==================== jpeg_pix_writer_flat
jpeg_pix_writer_flat, wiring by layer:
Bar = 50 um.
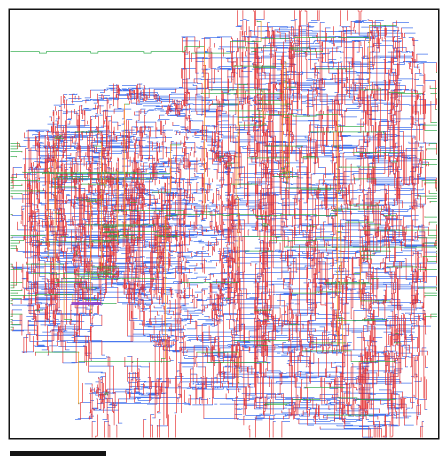

--- config.mk ---
export PLATFORM = sky130hd
export DESIGN_NAME = jpeg_pix_writer_flat
export DESIGN_NICKNAME = d
export VERILOG_FILES = /design/src/rtl/jpeg_pix_if.sv /design/src/rtl/jpeg_pix_writer.sv /design/src/flat_wrapper.sv
export SDC_FILE = /design/constraint.sdc
export NUM_CORES = 1
export LEC_CHECK = 0
export CAP_MARGIN = 20
export CORE_MARGIN = 3
export CORE_UTILIZATION = 50
export CTS_CLUSTER_DIAMETER = 30
export DETAILED_ROUTE_END_ITERATION = 10
export PLACE_DENSITY = 0.68
export SKIP_LAST_GASP = 1
export SYNTH_ARGS = -nofsm -noshare
export SYNTH_HDL_FRONTEND = slang
export SYNTH_SLANG_ARGS = --single-unit
--- constraint.sdc ---
create_clock -name clk -period 16.95 [get_ports clk]
set_input_delay 3.39 -clock clk [delete_from_list [all_inputs] [get_ports clk]]
set_output_delay 3.39 -clock clk [all_outputs]
set_load 0.03 [all_outputs]
--- src/rtl/jpeg_pix_if.sv ---
// jpeg_pix_if: pixel stream, frame configuration and memory write port of jpeg_pix_writer
interface jpeg_pix_if #(parameter int ADDR_W = 24);
  logic bo_we, bi_next, bo_begin, bo_end;
  logic [7:0] bo_r, bo_g, bo_b, bo_adr;
  logic [12:0] bo_x_mcu, bo_y_mcu, co_mcu_w;
  logic co_411;
  logic [15:0] co_width, co_heigth;
  logic m_req, m_ack;
  logic [ADDR_W-1:0] m_addr;
  logic [23:0] m_data;
  logic busy, frame_done;
  modport master (
    output bo_we, bo_begin, bo_end, bo_r, bo_g, bo_b, bo_adr, bo_x_mcu, bo_y_mcu,
           co_411, co_width, co_heigth, co_mcu_w, m_ack,
    input  bi_next, m_req, m_addr, m_data, busy, frame_done
  );
  modport slave (
    input  bo_we, bo_begin, bo_end, bo_r, bo_g, bo_b, bo_adr, bo_x_mcu, bo_y_mcu,
           co_411, co_width, co_heigth, co_mcu_w, m_ack,
    output bi_next, m_req, m_addr, m_data, busy, frame_done
  );
endinterface

--- src/rtl/jpeg_pix_writer.sv ---
// jpeg_pix_writer: MCU pixel stream to raster frame-buffer writer; define JPEG_WR_CROP_EN to crop to co_width x co_heigth
module jpeg_pix_writer #(
  parameter int ADDR_W = 24,
  parameter logic [ADDR_W-1:0] BASE = '0,
  parameter int FIFO_DEPTH = 8
) (
  input logic clk,
  input logic rst,
  jpeg_pix_if.slave p
);
  localparam int PW = $clog2(FIFO_DEPTH);
  typedef enum logic [1:0] {IDLE, RUN, DRAIN, DONE} state_t;
  state_t state;
  logic [ADDR_W+23:0] mem [FIFO_DEPTH];
  logic [PW-1:0] wp, rp;
  logic [PW:0] count, count_n;
  logic r411, c411, xfer, keep, push, pop, empty;
  logic [47:0] px, py, stride;
  logic [ADDR_W-1:0] addr;
  // the frame's first pixel arrives in IDLE, before its config has been latched
  assign c411 = state == IDLE ? p.co_411 : r411;
  assign px = c411 ? 48'({p.bo_x_mcu, p.bo_adr[3:0]}) : 48'({p.bo_x_mcu, p.bo_adr[2:0]});
  assign py = c411 ? 48'({p.bo_y_mcu, p.bo_adr[7:4]}) : 48'({p.bo_y_mcu, p.bo_adr[5:3]});
`ifdef JPEG_WR_CROP_EN
  logic [15:0] r_width, r_heigth, width, heigth;
  assign width = state == IDLE ? p.co_width : r_width;
  assign heigth = state == IDLE ? p.co_heigth : r_heigth;
  assign stride = 48'(width);
  assign keep = px < 48'(width) && py < 48'(heigth);
  always_ff @(posedge clk)
    if (state == IDLE && xfer && p.bo_begin) begin
      r411 <= p.co_411;
      r_width <= p.co_width;
      r_heigth <= p.co_heigth;
    end
`else
  logic [12:0] r_mcu_w, mcu_w;
  assign mcu_w = state == IDLE ? p.co_mcu_w : r_mcu_w;
  assign stride = c411 ? 48'({mcu_w, 4'd0}) : 48'({mcu_w, 3'd0});
  assign keep = 1'b1;
  always_ff @(posedge clk)
    if (state == IDLE && xfer && p.bo_begin) begin
      r411 <= p.co_411;
      r_mcu_w <= p.co_mcu_w;
    end
`endif
  assign addr = ADDR_W'(48'(BASE) + py * stride + px);
  assign empty = count == '0;
  assign p.bi_next = !rst && (state == IDLE || (state == RUN && count != (PW+1)'(FIFO_DEPTH)));
  assign xfer = p.bo_we && p.bi_next;
  assign push = xfer && keep && (state == RUN || p.bo_begin);
  assign pop = p.m_ack && !empty;
  assign count_n = count + (PW+1)'(push) - (PW+1)'(pop);
  assign p.m_req = !empty;
  assign p.m_addr = empty ? '0 : mem[rp][ADDR_W+23:24];
  assign p.m_data = empty ? '0 : mem[rp][23:0];
  assign p.busy = state != IDLE;
  assign p.frame_done = state == DONE;
  always_ff @(posedge clk) begin
    if (rst) begin
      state <= IDLE;
      wp <= '0;
      rp <= '0;
      count <= '0;
    end else begin
      if (push) mem[wp] <= {addr, p.bo_r, p.bo_g, p.bo_b};
      wp <= wp + PW'(push);
      rp <= rp + PW'(pop);
      count <= count_n;
      case (state)
        IDLE: if (xfer && p.bo_begin) state <= p.bo_end ? DRAIN : RUN;
        RUN: if (xfer && p.bo_end) state <= DRAIN;
        DRAIN: if (count_n == '0) state <= DONE;
        default: state <= IDLE;
      endcase
    end
  end
endmodule

--- src/flat_wrapper.sv ---
// flat-port wrapper written by rule: the top's interface ports become plain ports
module jpeg_pix_writer_flat 
#(
  parameter int ADDR_W = 24,
  parameter logic [ADDR_W-1:0] BASE = '0,
  parameter int FIFO_DEPTH = 8
)
  (clk, rst, p_bo_we, p_bo_begin, p_bo_end, p_bo_r, p_bo_g, p_bo_b, p_bo_adr, p_bo_x_mcu, p_bo_y_mcu, p_co_411, p_co_width, p_co_heigth, p_co_mcu_w, p_m_ack, p_bi_next, p_m_req, p_m_addr, p_m_data, p_busy, p_frame_done);
  jpeg_pix_if #(.ADDR_W(ADDR_W)) p_i ();
  input logic clk;
  input logic rst;
  input wire logic [$bits(p_i.bo_we)-1:0] p_bo_we;
  input wire logic [$bits(p_i.bo_begin)-1:0] p_bo_begin;
  input wire logic [$bits(p_i.bo_end)-1:0] p_bo_end;
  input wire logic [$bits(p_i.bo_r)-1:0] p_bo_r;
  input wire logic [$bits(p_i.bo_g)-1:0] p_bo_g;
  input wire logic [$bits(p_i.bo_b)-1:0] p_bo_b;
  input wire logic [$bits(p_i.bo_adr)-1:0] p_bo_adr;
  input wire logic [$bits(p_i.bo_x_mcu)-1:0] p_bo_x_mcu;
  input wire logic [$bits(p_i.bo_y_mcu)-1:0] p_bo_y_mcu;
  input wire logic [$bits(p_i.co_411)-1:0] p_co_411;
  input wire logic [$bits(p_i.co_width)-1:0] p_co_width;
  input wire logic [$bits(p_i.co_heigth)-1:0] p_co_heigth;
  input wire logic [$bits(p_i.co_mcu_w)-1:0] p_co_mcu_w;
  input wire logic [$bits(p_i.m_ack)-1:0] p_m_ack;
  output wire logic [$bits(p_i.bi_next)-1:0] p_bi_next;
  output wire logic [$bits(p_i.m_req)-1:0] p_m_req;
  output wire logic [$bits(p_i.m_addr)-1:0] p_m_addr;
  output wire logic [$bits(p_i.m_data)-1:0] p_m_data;
  output wire logic [$bits(p_i.busy)-1:0] p_busy;
  output wire logic [$bits(p_i.frame_done)-1:0] p_frame_done;
  assign p_i.bo_we = p_bo_we;
  assign p_i.bo_begin = p_bo_begin;
  assign p_i.bo_end = p_bo_end;
  assign p_i.bo_r = p_bo_r;
  assign p_i.bo_g = p_bo_g;
  assign p_i.bo_b = p_bo_b;
  assign p_i.bo_adr = p_bo_adr;
  assign p_i.bo_x_mcu = p_bo_x_mcu;
  assign p_i.bo_y_mcu = p_bo_y_mcu;
  assign p_i.co_411 = p_co_411;
  assign p_i.co_width = p_co_width;
  assign p_i.co_heigth = p_co_heigth;
  assign p_i.co_mcu_w = p_co_mcu_w;
  assign p_i.m_ack = p_m_ack;
  assign p_bi_next = p_i.bi_next;
  assign p_m_req = p_i.m_req;
  assign p_m_addr = p_i.m_addr;
  assign p_m_data = p_i.m_data;
  assign p_busy = p_i.busy;
  assign p_frame_done = p_i.frame_done;
  jpeg_pix_writer #(.ADDR_W(ADDR_W), .BASE(BASE), .FIFO_DEPTH(FIFO_DEPTH)) u_core (.clk(clk), .rst(rst), .p(p_i));
endmodule
==================== id_ex_hazard_reg
<file path="src/rtl/id_ex_hazard_reg_pkg.sv">
// Shared definitions for the ID/EX pipeline register: immediate-slot code, ALU op
// encodings, per-edge register action and the control bundle carried into EX.
package id_ex_hazard_reg_pkg;

    localparam int XLEN_DEFAULT = 32;
    localparam logic [4:0] IMM_RS2_SLOT = 5'b00001;

    typedef enum logic [3:0] {
        ALU_ADD  = 4'd0,
        ALU_SUB  = 4'd1,
        ALU_SLL  = 4'd2,
        ALU_SLT  = 4'd3,
        ALU_SLTU = 4'd4,
        ALU_XOR  = 4'd5,
        ALU_SRL  = 4'd6,
        ALU_SRA  = 4'd7,
        ALU_OR   = 4'd8,
        ALU_AND  = 4'd9,
        ALU_LUI  = 4'd10
    } alu_op_e;

    typedef enum logic [1:0] {
        ACT_CAPTURE = 2'd0,
        ACT_BUBBLE  = 2'd1,
        ACT_FLUSH   = 2'd2,
        ACT_HOLD    = 2'd3
    } reg_action_e;

    typedef struct packed {
        logic valid;
        logic reg_write;
        logic mem_to_reg;
        logic mem_read;
        logic mem_write;
    } ctrl_t;

    // A memory hold freezes EX as well, so it outranks both flush and bubble.
    function automatic reg_action_e select_action(input logic mem_hold,
                                                  input logic branch_taken,
                                                  input logic load_use);
        if (mem_hold)          return ACT_HOLD;
        else if (branch_taken) return ACT_FLUSH;
        else if (load_use)     return ACT_BUBBLE;
        else                   return ACT_CAPTURE;
    endfunction

endpackage

</file>
<file path="src/rtl/id_ex_hazard_reg_load_use_detect.sv">
// Combinational load-use detector: a load in EX whose destination is read by the
// instruction in ID. Kept standalone so a branch-in-ID comparator can reuse it.
module load_use_detect (
    input  logic       ex_valid,
    input  logic       ex_mem_read,
    input  logic [4:0] ex_rd,
    input  logic       id_valid,
    input  logic [4:0] id_rs1,
    input  logic [4:0] id_rs2,
    input  logic       id_uses_rs1,
    input  logic       id_uses_rs2,
    output logic       load_use
);

    logic rs1_match;
    logic rs2_match;

    assign rs1_match = id_uses_rs1 & (ex_rd == id_rs1);
    assign rs2_match = id_uses_rs2 & (ex_rd == id_rs2);
    assign load_use  = ex_valid & ex_mem_read & (ex_rd != 5'd0) & id_valid
                     & (rs1_match | rs2_match);

endmodule

</file>
<file path="src/rtl/id_ex_hazard_reg.sv">
// ID/EX pipeline register with load-use bubble insertion, branch flush, memory-hold
// freeze and saturating stall/flush event counters.
module id_ex_hazard_reg
    import id_ex_hazard_reg_pkg::*;
#(
    parameter int XLEN  = XLEN_DEFAULT,
    parameter int CNT_W = 16
) (
    input  logic             clk,
    input  logic             reset,
    input  logic             id_valid,
    input  logic [4:0]       id_rs1,
    input  logic [4:0]       id_rs2,
    input  logic [4:0]       id_rd,
    input  logic             id_uses_rs1,
    input  logic             id_uses_rs2,
    input  logic             id_RegWrite,
    input  logic             id_MemtoReg,
    input  logic             id_MemRead,
    input  logic             id_MemWrite,
    input  logic [3:0]       id_ALUOp,
    input  logic [XLEN-1:0]  id_Imm,
    input  logic [4:0]       id_Imm_extend,
    input  logic [XLEN-1:0]  id_pc,
    input  logic [XLEN-1:0]  id_rdata1,
    input  logic [XLEN-1:0]  id_rdata2,
    input  logic             ex_branch_taken,
    input  logic             mem_hold,
    output logic             id_ex_valid,
    output logic [4:0]       id_ex_rs1,
    output logic [4:0]       id_ex_rs2,
    output logic [4:0]       id_ex_rd,
    output logic             id_ex_RegWrite,
    output logic             id_ex_MemtoReg,
    output logic             id_ex_MemRead,
    output logic             id_ex_MemWrite,
    output logic [3:0]       id_ex_ALUOp,
    output logic [XLEN-1:0]  id_ex_Imm,
    output logic [4:0]       id_ex_Imm_extend,
    output logic [XLEN-1:0]  id_ex_pc,
    output logic [XLEN-1:0]  id_ex_rdata1,
    output logic [XLEN-1:0]  id_ex_rdata2,
    output logic             stall,
    output logic [CNT_W-1:0] stall_count,
    output logic [CNT_W-1:0] flush_count
);

    ctrl_t             ctrl_q,   ctrl_d;
    logic [4:0]        rs1_q,    rs1_d;
    logic [4:0]        rs2_q,    rs2_d;
    logic [4:0]        rd_q,     rd_d;
    logic [3:0]        alu_op_q, alu_op_d;
    logic [XLEN-1:0]   imm_q,    imm_d;
    logic [4:0]        imm_ext_q, imm_ext_d;
    logic [XLEN-1:0]   pc_q,     pc_d;
    logic [XLEN-1:0]   rdata1_q, rdata1_d;
    logic [XLEN-1:0]   rdata2_q, rdata2_d;
    logic [CNT_W-1:0]  stall_cnt_q, stall_cnt_d;
    logic [CNT_W-1:0]  flush_cnt_q, flush_cnt_d;
    logic              load_use;
    reg_action_e       action;

    function automatic logic [CNT_W-1:0] sat_inc(input logic [CNT_W-1:0] v);
        return (&v) ? v : v + {{(CNT_W-1){1'b0}}, 1'b1};
    endfunction

    load_use_detect u_load_use_detect (
        .ex_valid    (ctrl_q.valid),
        .ex_mem_read (ctrl_q.mem_read),
        .ex_rd       (rd_q),
        .id_valid    (id_valid),
        .id_rs1      (id_rs1),
        .id_rs2      (id_rs2),
        .id_uses_rs1 (id_uses_rs1),
        .id_uses_rs2 (id_uses_rs2),
        .load_use    (load_use)
    );

    // A taken branch kills the ID instruction anyway, so it suppresses the stall.
    assign stall  = mem_hold | (load_use & ~ex_branch_taken);
    assign action = select_action(mem_hold, ex_branch_taken, load_use);

    always_comb begin
        ctrl_d      = ctrl_q;
        rs1_d       = rs1_q;
        rs2_d       = rs2_q;
        rd_d        = rd_q;
        alu_op_d    = alu_op_q;
        imm_d       = imm_q;
        imm_ext_d   = imm_ext_q;
        pc_d        = pc_q;
        rdata1_d    = rdata1_q;
        rdata2_d    = rdata2_q;
        stall_cnt_d = stall_cnt_q;
        flush_cnt_d = flush_cnt_q;
        case (action)
            ACT_HOLD: begin
            end
            ACT_FLUSH: begin
                ctrl_d      = '0;
                rd_d        = 5'd0;
                flush_cnt_d = sat_inc(flush_cnt_q);
            end
            ACT_BUBBLE: begin
                ctrl_d      = '0;
                rd_d        = 5'd0;
                stall_cnt_d = sat_inc(stall_cnt_q);
            end
            default: begin
                ctrl_d.valid      = id_valid;
                ctrl_d.reg_write  = id_valid & id_RegWrite;
                ctrl_d.mem_to_reg = id_valid & id_MemtoReg;
                ctrl_d.mem_read   = id_valid & id_MemRead;
                ctrl_d.mem_write  = id_valid & id_MemWrite;
                rs1_d     = id_rs1;
                rs2_d     = id_rs2;
                rd_d      = id_rd;
                alu_op_d  = id_ALUOp;
                imm_d     = id_Imm;
                imm_ext_d = id_Imm_extend;
                pc_d      = id_pc;
                rdata1_d  = id_rdata1;
                rdata2_d  = id_rdata2;
            end
        endcase
    end

    always_ff @(posedge clk) begin
        if (reset) begin
            ctrl_q      <= '0;
            rs1_q       <= '0;
            rs2_q       <= '0;
            rd_q        <= '0;
            alu_op_q    <= '0;
            imm_q       <= '0;
            imm_ext_q   <= '0;
            pc_q        <= '0;
            rdata1_q    <= '0;
            rdata2_q    <= '0;
            stall_cnt_q <= '0;
            flush_cnt_q <= '0;
        end else begin
            ctrl_q      <= ctrl_d;
            rs1_q       <= rs1_d;
            rs2_q       <= rs2_d;
            rd_q        <= rd_d;
            alu_op_q    <= alu_op_d;
            imm_q       <= imm_d;
            imm_ext_q   <= imm_ext_d;
            pc_q        <= pc_d;
            rdata1_q    <= rdata1_d;
            rdata2_q    <= rdata2_d;
            stall_cnt_q <= stall_cnt_d;
            flush_cnt_q <= flush_cnt_d;
        end
    end

    assign id_ex_valid      = ctrl_q.valid;
    assign id_ex_RegWrite   = ctrl_q.reg_write;
    assign id_ex_MemtoReg   = ctrl_q.mem_to_reg;
    assign id_ex_MemRead    = ctrl_q.mem_read;
    assign id_ex_MemWrite   = ctrl_q.mem_write;
    assign id_ex_rs1        = rs1_q;
    assign id_ex_rs2        = rs2_q;
    assign id_ex_rd         = rd_q;
    assign id_ex_ALUOp      = alu_op_q;
    assign id_ex_Imm        = imm_q;
    assign id_ex_Imm_extend = imm_ext_q;
    assign id_ex_pc         = pc_q;
    assign id_ex_rdata1     = rdata1_q;
    assign id_ex_rdata2     = rdata2_q;
    assign stall_count      = stall_cnt_q;
    assign flush_count      = flush_cnt_q;

endmodule
</file>
<file path="config.mk">
export PLATFORM = sky130hd
export DESIGN_NAME = id_ex_hazard_reg
export DESIGN_NICKNAME = d
export VERILOG_FILES = /design/src/rtl/id_ex_hazard_reg_pkg.sv /design/src/rtl/id_ex_hazard_reg_load_use_detect.sv /design/src/rtl/id_ex_hazard_reg.sv
export SDC_FILE = /design/constraint.sdc
export NUM_CORES = 1
export LEC_CHECK = 0
export CAP_MARGIN = 20
export CORE_MARGIN = 2
export CORE_UTILIZATION = 37
export DETAILED_ROUTE_END_ITERATION = 7
export GPL_ROUTABILITY_DRIVEN = 0
export GPL_TIMING_DRIVEN = 0
export HOLD_SLACK_MARGIN = 0.06
export PLACE_DENSITY = 0.79
export SYNTH_ARGS = -nofsm -noshare
export SYNTH_HDL_FRONTEND = slang
export SYNTH_HIERARCHICAL = 1
export SYNTH_SLANG_ARGS = --single-unit
</file>
<file path="constraint.sdc">
create_clock -name clk -period 2.8 [get_ports clk]
set_clock_uncertainty 0.05 [all_clocks]
set_input_delay 0.28 -clock clk [delete_from_list [all_inputs] [get_ports clk]]
set_output_delay 0.28 -clock clk [all_outputs]
set_load 0.01 [all_outputs]
</file>
==================== nand_gate_sweeper
===== src/rtl/gate_lab_pkg.sv =====
// Shared mode codes, FSM encoding and the 2-input NAND primitive with NAND-only helpers.
// Purely declarative; no latency or backpressure of its own.
package gate_lab_pkg;

    localparam logic [2:0] MODE_AND  = 3'd0;
    localparam logic [2:0] MODE_OR   = 3'd1;
    localparam logic [2:0] MODE_NAND = 3'd2;
    localparam logic [2:0] MODE_NOR  = 3'd3;
    localparam logic [2:0] MODE_XOR  = 3'd4;
    localparam logic [2:0] MODE_XNOR = 3'd5;
    localparam logic [2:0] MODE_NOT  = 3'd6;
    localparam logic [2:0] MODE_BUF  = 3'd7;

    typedef enum logic [1:0] {
        ST_IDLE  = 2'd0,
        ST_SWEEP = 2'd1,
        ST_DONE  = 2'd2
    } state_t;

    // The one primitive: a lookup, so no logic operator appears anywhere in the gate path.
    function automatic logic nand2(input logic a, input logic b);
        case ({a, b})
            2'b11:   nand2 = 1'b0;
            default: nand2 = 1'b1;
        endcase
    endfunction

    function automatic logic inv1(input logic a);
        inv1 = nand2(a, a);
    endfunction

    function automatic logic and2(input logic a, input logic b);
        and2 = inv1(nand2(a, b));
    endfunction

    function automatic logic or2(input logic a, input logic b);
        or2 = nand2(inv1(a), inv1(b));
    endfunction

    function automatic logic xor2(input logic a, input logic b);
        logic t;
        t = nand2(a, b);
        xor2 = nand2(nand2(a, t), nand2(b, t));
    endfunction

    // s = 0 selects d0, s = 1 selects d1.
    function automatic logic mux2(input logic d0, input logic d1, input logic s);
        mux2 = nand2(nand2(d0, inv1(s)), nand2(d1, s));
    endfunction

endpackage


===== src/rtl/nand_gate_core.sv =====
// N-input gate of selectable function, NAND-only networks plus an 8:1 NAND mux tree.
// Latency: combinational; backpressure: none.
module nand_gate_core
    import gate_lab_pkg::*;
#(
    parameter int N_IN = 2
) (
    input  logic [N_IN-1:0] vec,
    input  logic [2:0]      mode,
    output logic            y
);

    logic       acc_and;
    logic       acc_or;
    logic       acc_xor;
    logic [7:0] fn;
    logic [3:0] lvl0;
    logic [1:0] lvl1;

    always_comb begin
        acc_and = vec[0];
        acc_or  = vec[0];
        acc_xor = vec[0];
        for (int i = 1; i < N_IN; i++) begin
            acc_and = and2(acc_and, vec[i]);
            acc_or  = or2(acc_or, vec[i]);
            acc_xor = xor2(acc_xor, vec[i]);
        end

        fn            = '0;
        fn[MODE_AND]  = acc_and;
        fn[MODE_OR]   = acc_or;
        fn[MODE_NAND] = inv1(acc_and);
        fn[MODE_NOR]  = inv1(acc_or);
        fn[MODE_XOR]  = acc_xor;
        fn[MODE_XNOR] = inv1(acc_xor);
        fn[MODE_NOT]  = inv1(vec[0]);
        fn[MODE_BUF]  = vec[0];

        lvl0 = '0;
        lvl1 = '0;
        for (int j = 0; j < 4; j++) begin
            lvl0[j] = mux2(fn[2*j], fn[2*j+1], mode[0]);
        end
        for (int j = 0; j < 2; j++) begin
            lvl1[j] = mux2(lvl0[2*j], lvl0[2*j+1], mode[1]);
        end
        y = mux2(lvl1[0], lvl1[1], mode[2]);
    end

endmodule


===== src/rtl/nand_gate_sweeper.sv =====
// Sweeps every input combination through nand_gate_core, capturing truth table and ones count.
// Latency: start to done 2^N_IN+1 cycles; start outside IDLE is dropped, no queueing.
module nand_gate_sweeper
    import gate_lab_pkg::*;
#(
    parameter int N_IN = 2
) (
    input  logic                 clk,
    input  logic                 rst,
    input  logic                 start,
    input  logic [2:0]           mode,
    output logic                 busy,
    output logic                 done,
    output logic [N_IN-1:0]      vec,
    output logic                 gate_out,
    output logic [2**N_IN-1:0]   tt,
    output logic [N_IN:0]        ones
);

    localparam logic [N_IN-1:0] VEC_LAST = '1;
    localparam logic [N_IN-1:0] VEC_ONE  = N_IN'(1);

    state_t     state;
    state_t     state_nxt;
    logic [2:0] mode_q;
    logic       last;

    nand_gate_core #(.N_IN(N_IN)) u_core (
        .vec  (vec),
        .mode (mode_q),
        .y    (gate_out)
    );

    assign last = (vec == VEC_LAST);
    assign busy = (state == ST_SWEEP);
    assign done = (state == ST_DONE);

    always_ff @(posedge clk or posedge rst) begin
        if (rst) begin
            state <= ST_IDLE;
        end else begin
            state <= state_nxt;
        end
    end

    always_comb begin
        state_nxt = state;
        case (state)
            ST_IDLE:  if (start) state_nxt = ST_SWEEP;
            ST_SWEEP: if (last)  state_nxt = ST_DONE;
            ST_DONE:  state_nxt = ST_IDLE;
            default:  state_nxt = ST_IDLE;
        endcase
    end

    // The terminal compare stops the counter at VEC_LAST; DONE parks it back at zero.
    always_ff @(posedge clk or posedge rst) begin
        if (rst) begin
            mode_q <= MODE_AND;
            vec    <= '0;
            tt     <= '0;
            ones   <= '0;
        end else begin
            case (state)
                ST_IDLE: begin
                    if (start) begin
                        mode_q <= mode;
                        vec    <= '0;
                        tt     <= '0;
                        ones   <= '0;
                    end
                end
                ST_SWEEP: begin
                    tt[vec] <= gate_out;
                    ones    <= ones + {{N_IN{1'b0}}, gate_out};
                    if (!last) begin
                        vec <= vec + VEC_ONE;
                    end
                end
                ST_DONE: begin
                    vec <= '0;
                end
                default: begin
                    vec <= '0;
                end
            endcase
        end
    end

endmodule

===== config.mk =====
export PLATFORM = sky130hd
export DESIGN_NAME = nand_gate_sweeper
export DESIGN_NICKNAME = d
export VERILOG_FILES = /design/src/rtl/gate_lab_pkg.sv /design/src/rtl/nand_gate_core.sv /design/src/rtl/nand_gate_sweeper.sv
export SDC_FILE = /design/constraint.sdc
export NUM_CORES = 1
export LEC_CHECK = 0
export CAP_MARGIN = 25
export CORE_MARGIN = 5
export CORE_UTILIZATION = 49
export CTS_CLUSTER_SIZE = 14
export DETAILED_ROUTE_END_ITERATION = 6
export GPL_TIMING_DRIVEN = 0
export PLACE_DENSITY = 0.73
export SLEW_MARGIN = 20
export SYNTH_ARGS = -nofsm -noshare
export SYNTH_HDL_FRONTEND = slang
export SYNTH_HIERARCHICAL = 1
export SYNTH_SLANG_ARGS = --single-unit

===== constraint.sdc =====
create_clock -name clk -period 5.4 [get_ports clk]
set_input_delay 1.08 -clock clk [delete_from_list [all_inputs] [get_ports clk]]
set_output_delay 1.08 -clock clk [all_outputs]
set_load 0.01 [all_outputs]

==================== mem_port_arbiter
`src/rtl/mem_port_arbiter.sv`:
```
// Arbitrates one single-ported byte-wide memory between a 32-bit instruction fetcher
// (four sequential byte reads) and a byte load/store port.
module mem_port_arbiter #(
    parameter int PRIO = 0,
    parameter int AW   = 8
) (
    input  logic          clk,
    input  logic          rst,
    input  logic          if_req,
    input  logic [AW-1:0] if_addr,
    output logic          if_valid,
    output logic [31:0]   if_data,
    input  logic          d_req,
    input  logic          d_we,
    input  logic [AW-1:0] d_addr,
    input  logic [7:0]    d_wdata,
    output logic [7:0]    d_rdata,
    output logic          d_done,
    output logic [AW-1:0] m_addr,
    output logic [7:0]    m_wdata,
    output logic          m_wen,
    input  logic [7:0]    m_rdata,
    output logic          busy
);

    typedef enum logic [3:0] {
        IDLE, F0, F1, F2, F3, FCAP, FCPL, DRD, DCAP, DWR, DCPL
    } state_t;

    typedef enum logic {
        GNT_FETCH,
        GNT_DATA
    } grant_t;

    state_t      state;
    grant_t      last_grant;
    logic [23:0] fetch_buf;
    logic        grant_d;
    logic        grant_f;

    // Data wins when alone, under fixed priority, or when fetch had the last turn.
    always_comb begin
        grant_d = d_req && (!if_req || (PRIO != 0) || (last_grant == GNT_FETCH));
        grant_f = if_req && !grant_d;
    end

    assign busy = (state != IDLE);

    always_ff @(posedge clk) begin
        if (rst) begin
            state      <= IDLE;
            last_grant <= GNT_FETCH;
            fetch_buf  <= '0;
            if_valid   <= 1'b0;
            if_data    <= '0;
            d_rdata    <= '0;
            d_done     <= 1'b0;
            m_addr     <= '0;
            m_wdata    <= '0;
            m_wen      <= 1'b0;
        end else begin
            if_valid <= 1'b0;
            d_done   <= 1'b0;
            m_wen    <= 1'b0;
            case (state)
                IDLE: begin
                    // m_addr/m_wdata double as the latched request fields.
                    if (grant_d) begin
                        last_grant <= GNT_DATA;
                        m_addr     <= d_addr;
                        if (d_we) begin
                            m_wdata <= d_wdata;
                            m_wen   <= 1'b1;
                            state   <= DWR;
                        end else begin
                            state <= DRD;
                        end
                    end else if (grant_f) begin
                        last_grant <= GNT_FETCH;
                        m_addr     <= if_addr;
                        state      <= F0;
                    end
                end
                F0: begin
                    m_addr <= m_addr + AW'(1);
                    state  <= F1;
                end
                F1: begin
                    m_addr          <= m_addr + AW'(1);
                    fetch_buf[7:0]  <= m_rdata;
                    state           <= F2;
                end
                F2: begin
                    m_addr          <= m_addr + AW'(1);
                    fetch_buf[15:8] <= m_rdata;
                    state           <= F3;
                end
                F3: begin
                    fetch_buf[23:16] <= m_rdata;
                    state            <= FCAP;
                end
                FCAP: begin
                    if_data  <= {m_rdata, fetch_buf};
                    if_valid <= 1'b1;
                    state    <= FCPL;
                end
                FCPL:    state <= IDLE;
                DRD:     state <= DCAP;
                DCAP: begin
                    d_rdata <= m_rdata;
                    d_done  <= 1'b1;
                    state   <= DCPL;
                end
                DWR: begin
                    d_done <= 1'b1;
                    state  <= DCPL;
                end
                DCPL:    state <= IDLE;
                default: state <= IDLE;
            endcase
        end
    end

endmodule

```
`config.mk`:
```
export PLATFORM = sky130hd
export DESIGN_NAME = mem_port_arbiter
export DESIGN_NICKNAME = d
export VERILOG_FILES = /design/src/rtl/mem_port_arbiter.sv
export SDC_FILE = /design/constraint.sdc
export NUM_CORES = 1
export LEC_CHECK = 0
export ABC_AREA = 0
export CORE_AREA = 2 2 121 123
export CTS_BUF_LIST = sky130_fd_sc_hd__clkbuf_4 sky130_fd_sc_hd__clkbuf_8
export CTS_CLUSTER_DIAMETER = 120
export DETAILED_ROUTE_END_ITERATION = 7
export DIE_AREA = 0 0 123 125
export PLACE_DENSITY = 0.44
export SLEW_MARGIN = 20
export SYNTH_ARGS = -nofsm -noshare
export SYNTH_HDL_FRONTEND = slang
export SYNTH_SLANG_ARGS = --single-unit
```
`constraint.sdc`:
```
create_clock -name clk -period 3.25 [get_ports clk]
set_clock_uncertainty 0.05 [all_clocks]
set_input_delay 0.4875 -clock clk [delete_from_list [all_inputs] [get_ports clk]]
set_output_delay 0.4875 -clock clk [all_outputs]
set_load 0.03 [all_outputs]
```

==> gallery <==
Cell placement.
panel A
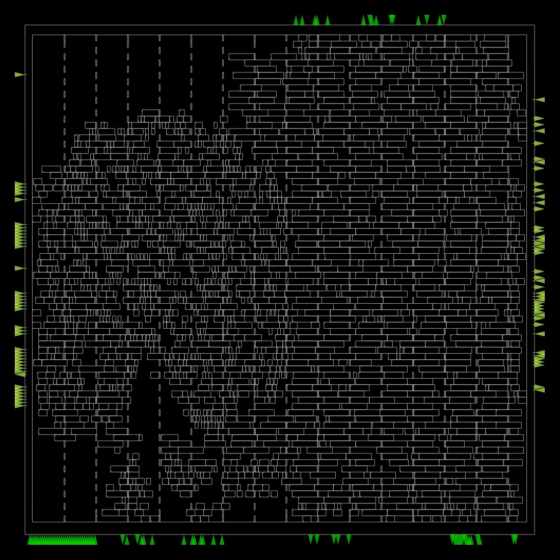
panel B
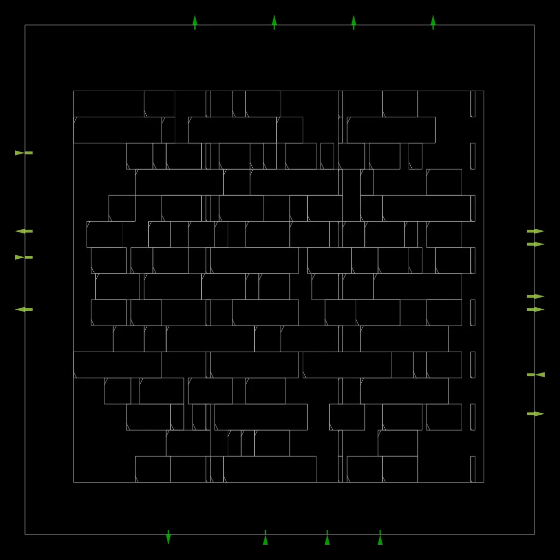
panel C
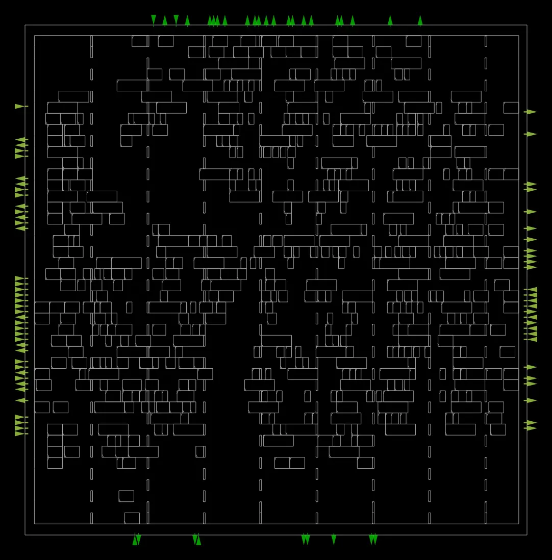
panel D
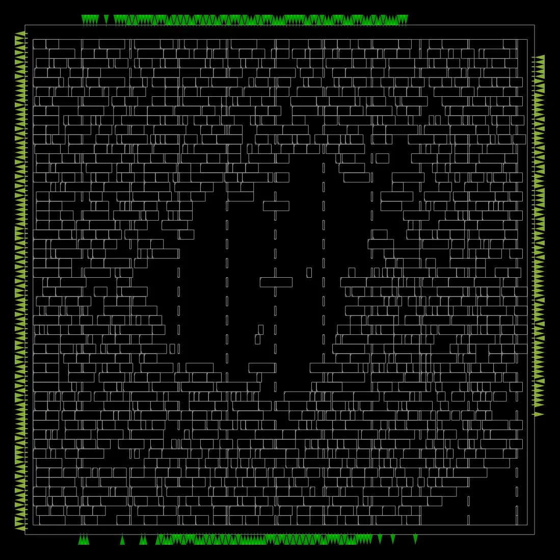
The one with the lowest utilization is panel C.
Panel B is nand_gate_sweeper.
Panel C is mem_port_arbiter.
Panel A is jpeg_pix_writer_flat.
Panel D is id_ex_hazard_reg.

nand_gate_sweeper, wiring by layer:
Bar = 20 um.
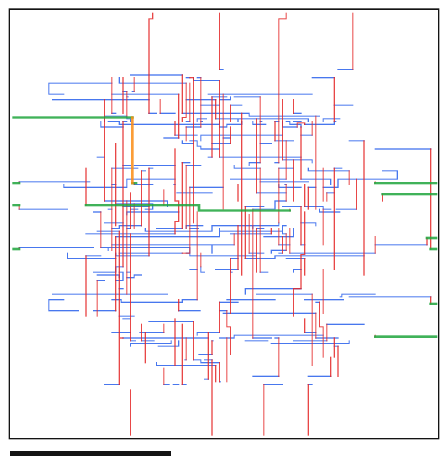
Blue shows metal 1, wire length 786 um. Red shows metal 2, wire length 731 um. Orange shows metal 4, wire length 8.20 um. Green shows metal 3, wire length 67.4 um.

==> flow_summary_export.csv, nand_gate_sweeper <==
group,metric,value,unit
min_path,min_path_cells,1,
timing,hold_ws,0.543,ns
finish,layout_top_cells,"clkdlybuf4s50_1, dfrtp_1, inv_1",
finish,n_fill_cell,143,
setup_path,r2r_cells,7,
drt,drc,0,
drt,post_drt_wl_per_cell,12.9,um
drt,wl_met3,67,um
global_route,grt_overflow,0,
global_route,grt.total_usage,0.135,
placement,place_congestion,0.775,
timing,hold_violations,0,
finish,final_nets,116,
global_route,grt_pass1_vias,627,
global_route,met3_usage,0.0507,
synthesis,adder_share,0.137,
clocking,cts-resized-gates,0,
run_status,run_status,"finished, final reports clean",
finish,largest_reg_flops,4,
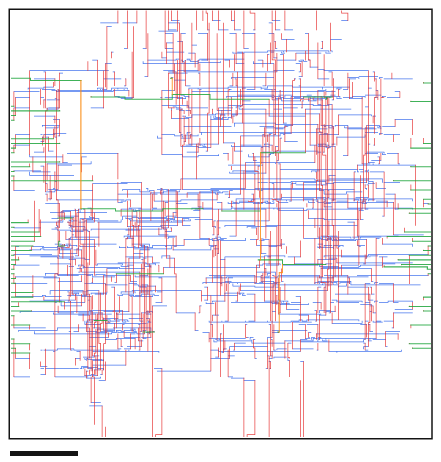
mem_port_arbiter: wiring by layer
Bar = 20 um.
Red shows metal 2, wire length 4370 um. Orange shows metal 4, wire length 94.1 um. Green shows metal 3, wire length 539 um. Blue shows metal 1, wire length 4580 um.
GRT Total Usage: 0.131
Routed WL: 9590 um
Vias: 3125

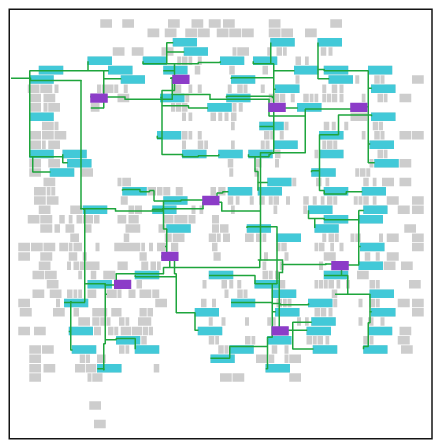
mem_port_arbiter: clock network drawn from the DEF
Cyan shows flip-flops, count 88. Purple shows clock drivers, count 9. Green shows clock wires, length 1220 um.
There are 10 routed clock nets. Position of the flops: all over the die.
worst skew pair latency: 0.38 ns

==> flow_summary_export.csv, mem_port_arbiter <==
group,metric,value,unit
run_status,run_status,"finished, final reports clean",
drt,drt-vias-per-instance,4.47,
global_route,grt_overflow,0,
synthesis,common_cells,"nand2_1, dfxtp_1, a21oi_1",
synthesis,edf_count,0,
setup_path,r2r_cells,4,
clocking,cts_sinks,88,
placement,io_buffers,96,
synthesis,async_flop_share,0,
synthesis,synth_warnings,0,
global_route,antenna_found_initial,0,
drt,firstDrtPassIters,4,
clocking,postCtsSetupRepairBufs,0,
synthesis,top_cell,"nand2_1",
synthesis,synth_flops,88,
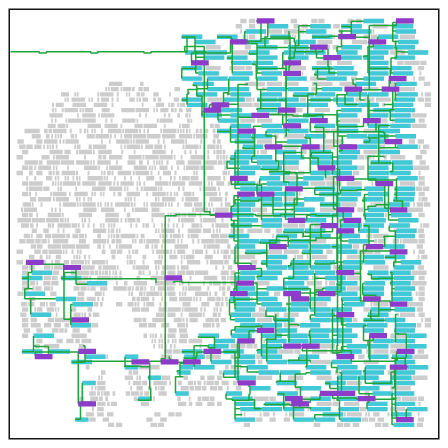
jpeg_pix_writer_flat: clock network drawn from the DEF
Green shows clock wires, length 5200 um. Cyan shows flip-flops, count 410. Purple shows clock drivers, count 78.
There are 79 routed clock nets.

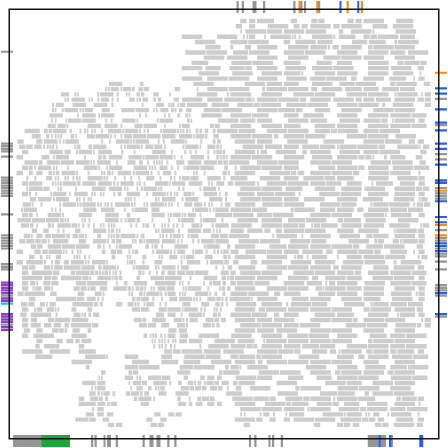
jpeg_pix_writer_flat: I/O pins on the die edge
Pins as bars across the die edge, other pins in grey.
Cyan shows p_busy, pins 1, direction output, edge left. Green shows p_co_width, pins 16, direction input, edge bottom. Blue shows p_m_data, pins 24, direction output, edge 18 right, 4 bottom, 2 top. Orange shows p_bo_b, pins 8, direction input, edge 4 right, 4 top. Purple shows p_co_mcu_w, pins 13, direction input, edge left.
All pins by edge: 64 bottom, 43 right, 40 left, 15 top.

About 'wiring by layer' of jpeg_pix_writer_flat:
Purple shows metal 5, wire length 13.8 um. Red shows metal 2, wire length 25.3 mm. Blue shows metal 1, wire length 21.0 mm. Orange shows metal 4, wire length 1120 um. Green shows metal 3, wire length 2870 um.

==> flow_summary_export.csv, jpeg_pix_writer_flat <==
group,metric,value,unit
run_status,run_status,"finished, final reports clean",
synthesis,syn_avg_cell_area,14.1,um^2
synthesis,synth_cell_types,58,
synthesis,common_cells,"edfxtp_1, inv_1, nor2_1",
setup_path,endpoint,"u_core.mem[5][47]$_DFFE_PP_",
flow_run,warning_count,63,
floorplanning,chipArea,49200,um^2
placement,postPlaceCellArea,25300,um^2
setup_path,crit_path_cell_trace,"clkdlybuf4s50_1 > mux2i_1 > nor2_1 > a21oi_2 > nor2_1 > fa_1 > inv_1 > fa_1 > inv_1 > fa_1 > inv_1 > fa_1 > inv_1 > fa_1 > fa_1 > ha_1 > o21a_1 > a21oi_2 > o2111ai_1 > a31o_2 > o41ai_1 > xnor3_1",
drt,drtIter0Drc,1003,
drt,via_count,13400,
global_route,met1_usage,0.282,
synthesis,synth_flops,410,
timing,grt_setup_unrepaired,"no",
synthesis,floorplan.nets,2012,
clocking,cts.hold.buffers_added,0,
finish,n_all_buffers,147,
setup_path,ff2ff_setup_slack,8.79,ns
timing,post-route-period-util,0.648,
floorplanning,rows,78,
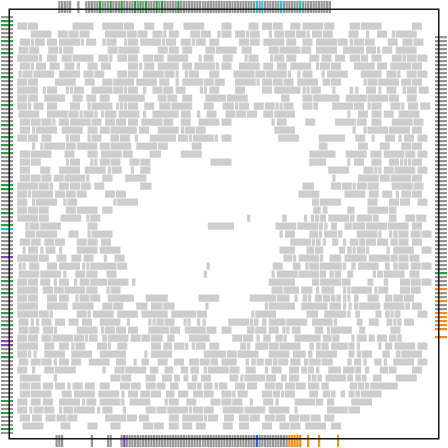
id_ex_hazard_reg: I/O pins on the die edge
Pins as bars across the die edge, other pins in grey.
Cyan shows id_ex_Imm_extend, pins 5, direction output, edge 4 top, 1 left. Blue shows id_ex_MemRead, pins 1, direction output, edge bottom. Green shows id_rdata1, pins 32, direction input, edge 22 left, 9 top, 1 right. Purple shows id_ex_ALUOp, pins 4, direction output, edge 3 left, 1 bottom. Orange shows flush_count, pins 16, direction output, edge 8 bottom, 8 right.
All pins by edge: 105 left, 97 top, 76 bottom, 75 right.

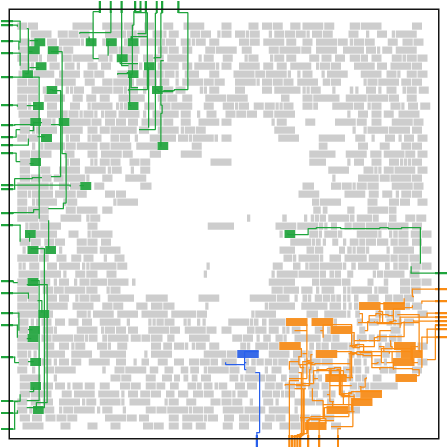
id_ex_hazard_reg: I/O nets highlighted
Green shows id_rdata1, bits 32, direction input, edge 22 left, 9 top, 1 right, end cells 32, buffers 32, wire 966 um. Orange shows flush_count, bits 16, direction output, edge 8 bottom, 8 right, end cells 16, buffers 16, wire 846 um. Blue shows id_ex_MemRead, bits 1, direction output, edge bottom, end cells 1, buffers 1, wire 43.0 um.
IO Port Bufs: 352
IO Count: 353

==> flow_summary_export.csv, id_ex_hazard_reg <==
group,metric,value,unit
run_status,run_status,"finished, final reports clean",
finish,n_all_buffers,397,
finish,flops,189,
synthesis,floorplan.nets,906,
drt,via_count,6788,
timing,grt_setup_unrepaired,"yes",
synthesis,synthTopCellsByArea,"dfxtp_1, mux2i_1, nor2_1, a21oi_1, xor2_1",
setup_path,endpoint,"flush_count[14]$_SDFFE_PP0P_",
timing,period_needed,2.75,ns
min_path,min_from,"id_MemWrite",
clocking,postCtsSetupRepairBufs,5,
synthesis,ys_cells,737,
finish,final_nets,1282,
synthesis,synth_cell_types,48,
finish,antenna_cells,1,
clocking,clk_path_buf_depth,2,
finish,layout_top_cells,"clkdlybuf4s50_1, dfxtp_1, nor2_1",
clocking,cts.hold.buffers_added,0,
timing,hold_violations,0,
drt,wl_met3,1770,um
placement,postPlaceCellArea,11300,um^2
finish,clock_buffers,17,
floorplanning,coreArea,19600,um^2
synthesis,common_cells,"dfxtp_1, nor2_1, mux2i_1",
synthesis,syn-cell-area,7420,um^2
finish,top_area_cell_class,"buffers",
min_path,hp-class,"input port to flop",


==> gallery <==
I/O nets highlighted.
Plate I
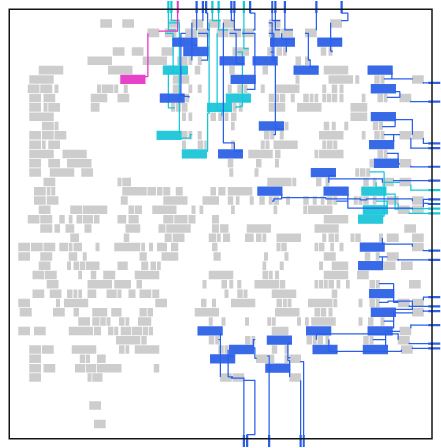
Plate II
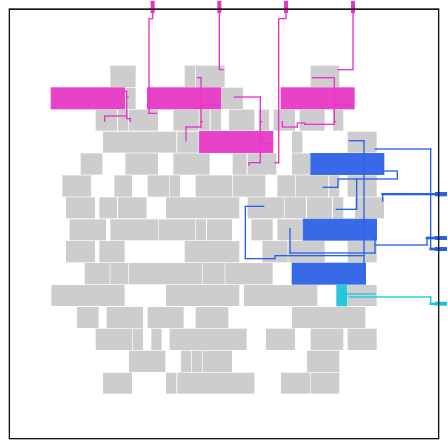
Plate III
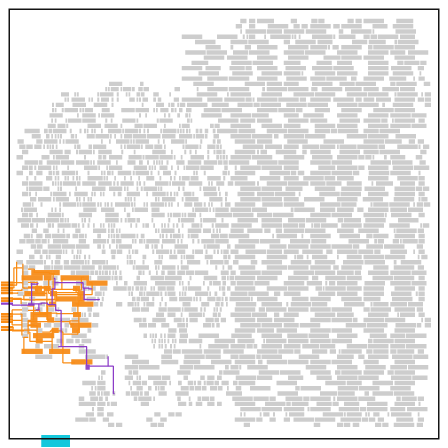
- fewest cells: Plate II
- most cells: Plate III
Plate I comes from mem_port_arbiter.
Plate III comes from jpeg_pix_writer_flat.
Plate II comes from nand_gate_sweeper.

